=== stopwatch_digits ===
### Zoomed window, stopwatch_digits

Window x 55 to 75, y 17 to 37 um. Cells in gray, sequential cells in the stronger gray; small squares are vias.
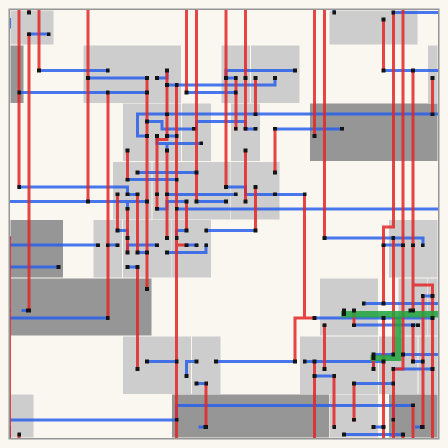

File: config.mk
export PLATFORM = sky130hd
export DESIGN_NAME = stopwatch_digits
export DESIGN_NICKNAME = d
export VERILOG_FILES = /design/src/rtl/stopwatch_digits.sv
export SDC_FILE = /design/constraint.sdc
export NUM_CORES = 1
export LEC_CHECK = 0
export ABC_CLOCK_PERIOD_IN_PS = 3000
export CORE_ASPECT_RATIO = 1.25
export CORE_MARGIN = 3
export CORE_UTILIZATION = 35
export CTS_CLUSTER_DIAMETER = 50
export DETAILED_ROUTE_END_ITERATION = 7
export SLEW_MARGIN = 20
export SYNTH_ARGS = -nofsm -noshare
export SYNTH_HDL_FRONTEND = slang
export SYNTH_SLANG_ARGS = --single-unit
File: constraint.sdc
create_clock -name clk -period 3 [get_ports clk]
set_input_delay 0.6 -clock clk [delete_from_list [all_inputs] [get_ports clk]]
set_output_delay 0.6 -clock clk [all_outputs]
set_load 0.01 [all_outputs]
File: src/rtl/stopwatch_digits.sv
// BCD stopwatch HH:MM:SS.hh feeding an 8-digit display controller.
// Optional lap feature (LAP state, snapshot, display mux) is built when STOPWATCH_LAP_EN is defined.
module stopwatch_digits #(
    parameter int CLKFREQ  = 100_000_000,
    parameter int TICKFREQ = 100
) (
    input  logic       clk,
    input  logic       reset,
    input  logic       start_stop,
    input  logic       clear,
    input  logic       lap,
    output logic [3:0] d7,
    output logic [3:0] d6,
    output logic [3:0] d5,
    output logic [3:0] d4,
    output logic [3:0] d3,
    output logic [3:0] d2,
    output logic [3:0] d1,
    output logic [3:0] d0,
    output logic       dp7,
    output logic       dp6,
    output logic       dp5,
    output logic       dp4,
    output logic       dp3,
    output logic       dp2,
    output logic       dp1,
    output logic       dp0,
    output logic       running,
    output logic       ovf,
    output logic [1:0] state_dbg
);

    localparam int DIV = CLKFREQ / TICKFREQ;
    localparam int DW  = $clog2(DIV);
    localparam logic [DW-1:0] DIV_LAST = DW'(DIV - 1);
    // Per-digit terminal values, d7 in the top nibble: hours 99, minutes 59, seconds 59, hundredths 99.
    localparam logic [31:0] LIMITS = 32'h9959_5999;

    typedef enum logic [1:0] {
        IDLE  = 2'd0,
        RUN   = 2'd1,
        PAUSE = 2'd2,
        LAP   = 2'd3
    } state_t;

    // Control inputs are single-cycle pulses with no handshake; priority is
    // clear over start_stop over lap, and the losers of a collision are dropped.
    state_t         state_q;
    logic [DW-1:0]  div_q;
    logic [31:0]    cnt_q;
    logic [31:0]    cnt_inc;
    logic [31:0]    disp;
    logic           ovf_q;
    logic           carry;
    logic           wrap;
    logic           counting;
    logic           tick;

    always_comb begin
        cnt_inc = cnt_q;
        carry   = 1'b1;
        for (int i = 0; i < 8; i++) begin
            if (carry) begin
                if (cnt_q[4*i +: 4] == LIMITS[4*i +: 4]) begin
                    cnt_inc[4*i +: 4] = 4'd0;
                end else begin
                    cnt_inc[4*i +: 4] = cnt_q[4*i +: 4] + 4'd1;
                    carry             = 1'b0;
                end
            end
        end
        // A carry out of d7 means every digit rolled over to zero.
        wrap = carry;
    end

`ifdef STOPWATCH_LAP_EN
    logic [31:0] snap_q;
    assign counting = (state_q == RUN) || (state_q == LAP);
`else
    logic unused_lap;
    assign unused_lap = lap;
    assign counting   = (state_q == RUN);
`endif

    assign tick = counting && (div_q == DIV_LAST);

    always_ff @(posedge clk) begin
        if (reset) begin
            state_q <= IDLE;
            div_q   <= '0;
            cnt_q   <= '0;
            ovf_q   <= 1'b0;
`ifdef STOPWATCH_LAP_EN
            snap_q  <= '0;
`endif
        end else if (clear) begin
            state_q <= IDLE;
            div_q   <= '0;
            cnt_q   <= '0;
            ovf_q   <= 1'b0;
        end else begin
            if (tick) begin
                cnt_q <= cnt_inc;
                if (wrap) begin
                    ovf_q <= 1'b1;
                end
            end

            if (counting) begin
                div_q <= tick ? '0 : div_q + 1'b1;
            end else begin
                div_q <= '0;
            end

            case (state_q)
                IDLE: begin
                    if (start_stop) state_q <= RUN;
                end
                RUN: begin
                    if (start_stop) begin
                        state_q <= PAUSE;
                        div_q   <= '0;
                    end
`ifdef STOPWATCH_LAP_EN
                    else if (lap) begin
                        state_q <= LAP;
                        snap_q  <= cnt_q;
                    end
`endif
                end
`ifdef STOPWATCH_LAP_EN
                LAP: begin
                    if (start_stop) begin
                        state_q <= PAUSE;
                        div_q   <= '0;
                    end else if (lap) begin
                        state_q <= RUN;
                    end
                end
`endif
                PAUSE: begin
                    if (start_stop) state_q <= RUN;
                end
                default: state_q <= IDLE;
            endcase
        end
    end

`ifdef STOPWATCH_LAP_EN
    assign disp = (state_q == LAP) ? snap_q : cnt_q;
`else
    assign disp = cnt_q;
`endif

    assign {d7, d6, d5, d4, d3, d2, d1, d0} = disp;

    assign dp7 = 1'b0;
    assign dp6 = 1'b1;
    assign dp5 = 1'b0;
    assign dp4 = 1'b1;
    assign dp3 = 1'b0;
    assign dp2 = 1'b1;
    assign dp1 = 1'b0;
    assign dp0 = 1'b0;

    assign running   = counting;
    assign ovf       = ovf_q;
    assign state_dbg = state_q;

endmodule

=== adder_pipe ===
### src/rtl/adder_pipe.sv
// Pipelined WIDTH-bit add/subtract unit resolving SLICE bits per stage, with valid/ready on both sides.
// Define ADDER_PIPE_OVF_EN to add the registered signed-overflow output ovf.
module adder_pipe #(
  parameter int WIDTH = 8,
  parameter int SLICE = 4
) (
  input  logic             clk,
  input  logic             reset,
  input  logic             in_valid,
  output logic             in_ready,
  input  logic [WIDTH-1:0] a,
  input  logic [WIDTH-1:0] b,
  input  logic             sub,
  input  logic             cin,
  output logic             out_valid,
  input  logic             out_ready,
  output logic [WIDTH-1:0] s,
  output logic             c,
  output logic             zero
`ifdef ADDER_PIPE_OVF_EN
  ,
  output logic             ovf
`endif
);

  localparam int STAGES = WIDTH / SLICE;
  localparam int LAST   = STAGES - 1;

  logic             vld_q   [STAGES];
  logic             vld_d   [STAGES];
  logic [WIDTH-1:0] opa_q   [STAGES];
  logic [WIDTH-1:0] opa_d   [STAGES];
  logic [WIDTH-1:0] opb_q   [STAGES];
  logic [WIDTH-1:0] opb_d   [STAGES];
  logic [WIDTH-1:0] sum_q   [STAGES];
  logic [WIDTH-1:0] sum_d   [STAGES];
  logic             carry_q [STAGES];
  logic             carry_d [STAGES];
  logic             zero_q;
  logic             zero_d;
`ifdef ADDER_PIPE_OVF_EN
  logic             ovf_q;
  logic             ovf_d;
`endif

  // Per-stage inputs (from ports for stage 0, from the previous stage otherwise)
  logic [WIDTH-1:0] src_a     [STAGES];
  logic [WIDTH-1:0] src_b     [STAGES];
  logic [WIDTH-1:0] src_s     [STAGES];
  logic             src_c     [STAGES];
  logic             src_v     [STAGES];
  logic [WIDTH-1:0] res_s     [STAGES];
  logic [SLICE:0]   slice_sum [STAGES];
  logic             adv;

  always_comb begin
    adv = !vld_q[LAST] || out_ready;
    for (int unsigned k = 0; k < STAGES; k++) begin
      if (k == 0) begin
        src_a[k] = a;
        src_b[k] = sub ? ~b : b;
        src_s[k] = '0;
        src_c[k] = sub ? ~cin : cin;
        src_v[k] = in_valid;
      end else begin
        src_a[k] = opa_q[k-1];
        src_b[k] = opb_q[k-1];
        src_s[k] = sum_q[k-1];
        src_c[k] = carry_q[k-1];
        src_v[k] = vld_q[k-1];
      end
      slice_sum[k] = {1'b0, src_a[k][k*SLICE +: SLICE]}
                   + {1'b0, src_b[k][k*SLICE +: SLICE]}
                   + {{SLICE{1'b0}}, src_c[k]};
      res_s[k] = src_s[k];
      res_s[k][k*SLICE +: SLICE] = slice_sum[k][SLICE-1:0];

      vld_d[k]   = adv ? src_v[k]            : vld_q[k];
      opa_d[k]   = adv ? src_a[k]            : opa_q[k];
      opb_d[k]   = adv ? src_b[k]            : opb_q[k];
      sum_d[k]   = adv ? res_s[k]            : sum_q[k];
      carry_d[k] = adv ? slice_sum[k][SLICE] : carry_q[k];
    end
    zero_d = adv ? (res_s[LAST] == '0) : zero_q;
`ifdef ADDER_PIPE_OVF_EN
    // Carry into the MSB is recovered as a ^ b ^ sum at that bit position
    ovf_d = adv ? (src_a[LAST][WIDTH-1] ^ src_b[LAST][WIDTH-1] ^
                   res_s[LAST][WIDTH-1] ^ slice_sum[LAST][SLICE])
                : ovf_q;
`endif
  end

  always_ff @(posedge clk) begin
    if (reset) begin
      for (int unsigned k = 0; k < STAGES; k++) begin
        vld_q[k]   <= 1'b0;
        opa_q[k]   <= '0;
        opb_q[k]   <= '0;
        sum_q[k]   <= '0;
        carry_q[k] <= 1'b0;
      end
      zero_q <= 1'b0;
`ifdef ADDER_PIPE_OVF_EN
      ovf_q  <= 1'b0;
`endif
    end else begin
      for (int unsigned k = 0; k < STAGES; k++) begin
        vld_q[k]   <= vld_d[k];
        opa_q[k]   <= opa_d[k];
        opb_q[k]   <= opb_d[k];
        sum_q[k]   <= sum_d[k];
        carry_q[k] <= carry_d[k];
      end
      zero_q <= zero_d;
`ifdef ADDER_PIPE_OVF_EN
      ovf_q  <= ovf_d;
`endif
    end
  end

  assign in_ready  = adv;
  assign out_valid = vld_q[LAST];
  assign s         = sum_q[LAST];
  assign c         = carry_q[LAST];
  assign zero      = zero_q;
`ifdef ADDER_PIPE_OVF_EN
  assign ovf       = ovf_q;
`endif

endmodule

### config.mk
export PLATFORM = sky130hd
export DESIGN_NAME = adder_pipe
export DESIGN_NICKNAME = d
export VERILOG_FILES = /design/src/rtl/adder_pipe.sv
export SDC_FILE = /design/constraint.sdc
export NUM_CORES = 1
export LEC_CHECK = 0
export CORE_UTILIZATION = 50
export CTS_CLUSTER_DIAMETER = 40
export DETAILED_ROUTE_END_ITERATION = 7
export PLACE_DENSITY_LB_ADDON = 0.3
export SKIP_CTS_REPAIR_TIMING = 1
export SLEW_MARGIN = 20
export SYNTH_ARGS = -nofsm -noshare
export SYNTH_HDL_FRONTEND = slang
export SYNTH_SLANG_ARGS = --single-unit
### constraint.sdc
create_clock -name clk -period 3.3 [get_ports clk]
set_input_delay 0.825 -clock clk [delete_from_list [all_inputs] [get_ports clk]]
set_output_delay 0.825 -clock clk [all_outputs]
set_load 0.03 [all_outputs]
### Where the registers sit, stopwatch_digits

Drawn at 4 px/um. Other sequential cells in the stronger gray, the rest of the logic in the fainter gray.
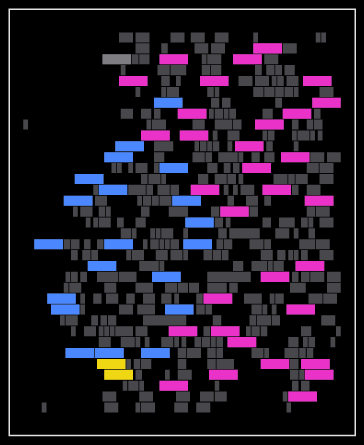
Key: div_q = blue [flops 20]; state_dbg = yellow [flops 2]; cnt_q = magenta [flops 32]
Another 1 sequential cells are not colored.
Power Sequential: 0.000732 W
post-layout utilization of the core: 45.15%
register area: 1101 sq um
share of cell area taken by flip-flops and latches: 32.19%

About 'Zoomed window' of stopwatch_digits:
Key: M3 = green; M2 = red; M1 = blue
26 logic cells have their middle in the window. Netlist names of flops here include cnt_q (3). Most frequent: dfxtp_1 (3). Sequential cells in the window: 3.

==> run_results.csv, stopwatch_digits <==
group,metric,value,unit
setup_path,critical-path-top-delay-family,"simple AND/OR/NAND/NOR gates",
global_routing,gr-usage-all-layers,13.42,%
setup_path,timing.critical_path.from,"div_q[0]$_SDFF_PP0_",
sta,final.period_utilization,81.84,%
logic_synthesis,synth_async_sr_flop_share,0,%
cts,cts.reportedPaths.clkPinSlew,0.11,ns
power,design_power_total,0.001343,W
routing,post_drt_wl_per_cell,13.06,um
logic_synthesis,yosys_register_bits,55,
sta,tns,0,ns
floorplanning,design.portCount,49,
global_routing,largest_net_degree_at_the_start_of_global_routing,33,
power,clkPwrFrac,43.4,%
final_layout,fill_cells,762,
status,result_of_the_run,"finished clean",
setup_path,reg2reg_setup_slack,0.54,ns
logic_synthesis,yosys-top-cells-count,"sky130_fd_sc_hd__dfxtp_1 (55), sky130_fd_sc_hd__nor2_1 (42), sky130_fd_sc_hd__a21oi_1 (20), sky130_fd_sc_hd__nand2_1 (20)",
placement,place.detailed.instances,461,
routing,m1WireLength,2.735,mm
global_routing,gr-usage-met3,2.403,%
cts,cts_hold_buf,0,
setup_path,end_kind,"flop",
power,power_density,392.7,nW/um^2
floorplanning,dieHeight,106.2,um
routing,post-route-drc-count,0,
logic_synthesis,ys_warn_count,0,
logic_synthesis,syn_avg_cell_area,8.360,sq um
power,comb_power,0.0000291,W
sta,max_clock_freq,407.3,MHz
setup_path,worstReg2RegStart,"div_q[0]$_SDFF_PP0_",
setup_path,critPathCapture,"cnt_q[22]$_SDFFE_PP0P_",
global_routing,grt_antenna_before_repair,0,
min_path,hold_path_end,"div_q[0]$_SDFF_PP0_",
logic_synthesis,synth_top_cell_by_area,"sky130_fd_sc_hd__dfxtp_1",
cts,clock_sinks,55,
setup_path,cp.buffers_inverters,0,
global_routing,global_route_wire_length_before_repair,10.25,mm
routing,maxUsedRoutingLayer,"met4",
setup_path,worst_ep_required_time,3.24,ns
global_routing,grt_use_met1,15.55,%
### Where the registers sit, adder_pipe

Drawn at 10 px/um. Other sequential cells in the stronger gray, the rest of the logic in the fainter gray.
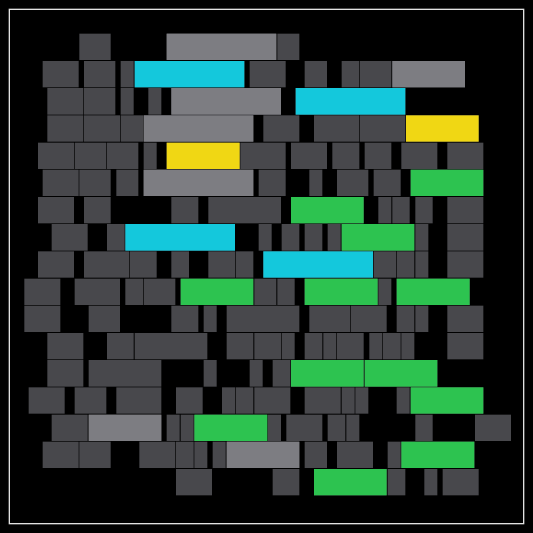
Key: carry_q = yellow [flops 2]; sum_q = green [flops 12]; opa_q = cyan [flops 4]
Power Sequential: 0.000371 W
share of cell area taken by flip-flops and latches: 36.05%
post-layout utilization of the core: 71.42%

==> run_results.csv, adder_pipe <==
group,metric,value,unit
status,result_of_the_run,"finished clean",
sta,final.period_utilization,87.63,%
logic_synthesis,yosys-top-cells-area,"sky130_fd_sc_hd__dfxtp_1 (28%), sky130_fd_sc_hd__edfxtp_1 (20%), sky130_fd_sc_hd__fa_1 (6.6%)",
final_layout,final_cell_area,1610,sq um
placement,place.gp.congestion,0.7605,
min_path,hold_path_depth,2,
setup_path,arrival,2.07,ns
cts,number_of_buffers_added_by_the_clock_tree_synthesis_step,3,
final_layout,fraction_of_area_in_clock_buffers_and_inverters,1.709,%
logic_synthesis,aoi_share,10.92,%
final_layout,logic_area,599.3,sq um
cts,clock_sinks,25,
logic_synthesis,synth_top_area_share,28.01,%
floorplanning,dieHeight,51.30,um
sta,grt_setup_unrepaired,"false",
cts,cts-root-buf,"sky130_fd_sc_hd__clkbuf_4",
floorplanning,fp-utilization,53.88,%
power,power_density,443.1,nW/um^2
setup_path,worstReg2RegStart,"opa_q[0][4]$_SDFFCE_PN0P_",
final_layout,largest_registers,"sum_q (12), opa_q (4), opb_q (4)",
setup_path,cp_common_cell,"sky130_fd_sc_hd__clkdlybuf4s50_1",
global_routing,grt_pass1_vias,944,
routing,detailroute.wirelength.met2,1.171,mm
sta,setup_viol_count_final,0,
logic_synthesis,post_synth_mux_area_share,0,%
sta,holdWs,0.4583,ns
global_routing,global_route.peak_usage_layer,"met2",
routing,post_drt_wl_per_cell,12.23,um
logic_synthesis,synth-xor-area-share,8.651,%
power,sequential_share_of_power,52.0,%
final_layout,logic_gate_count,88,
logic_synthesis,synth_area,1215,sq um


==> gallery <==
Clock distribution.
picture 1
Drawn at 2 px/um.
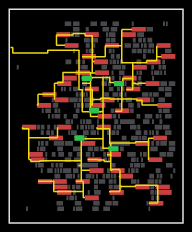
picture 2
Drawn at 6 px/um.
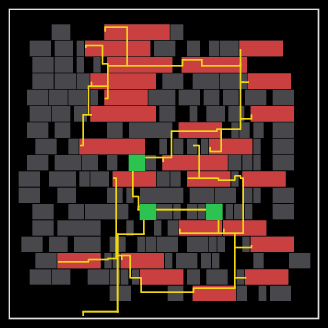
- picture 2 = adder_pipe
- picture 1 = stopwatch_digits
The one with the most sequential cells is picture 1.

Power figures rest on the tool's default switching activity, not on a simulated workload.
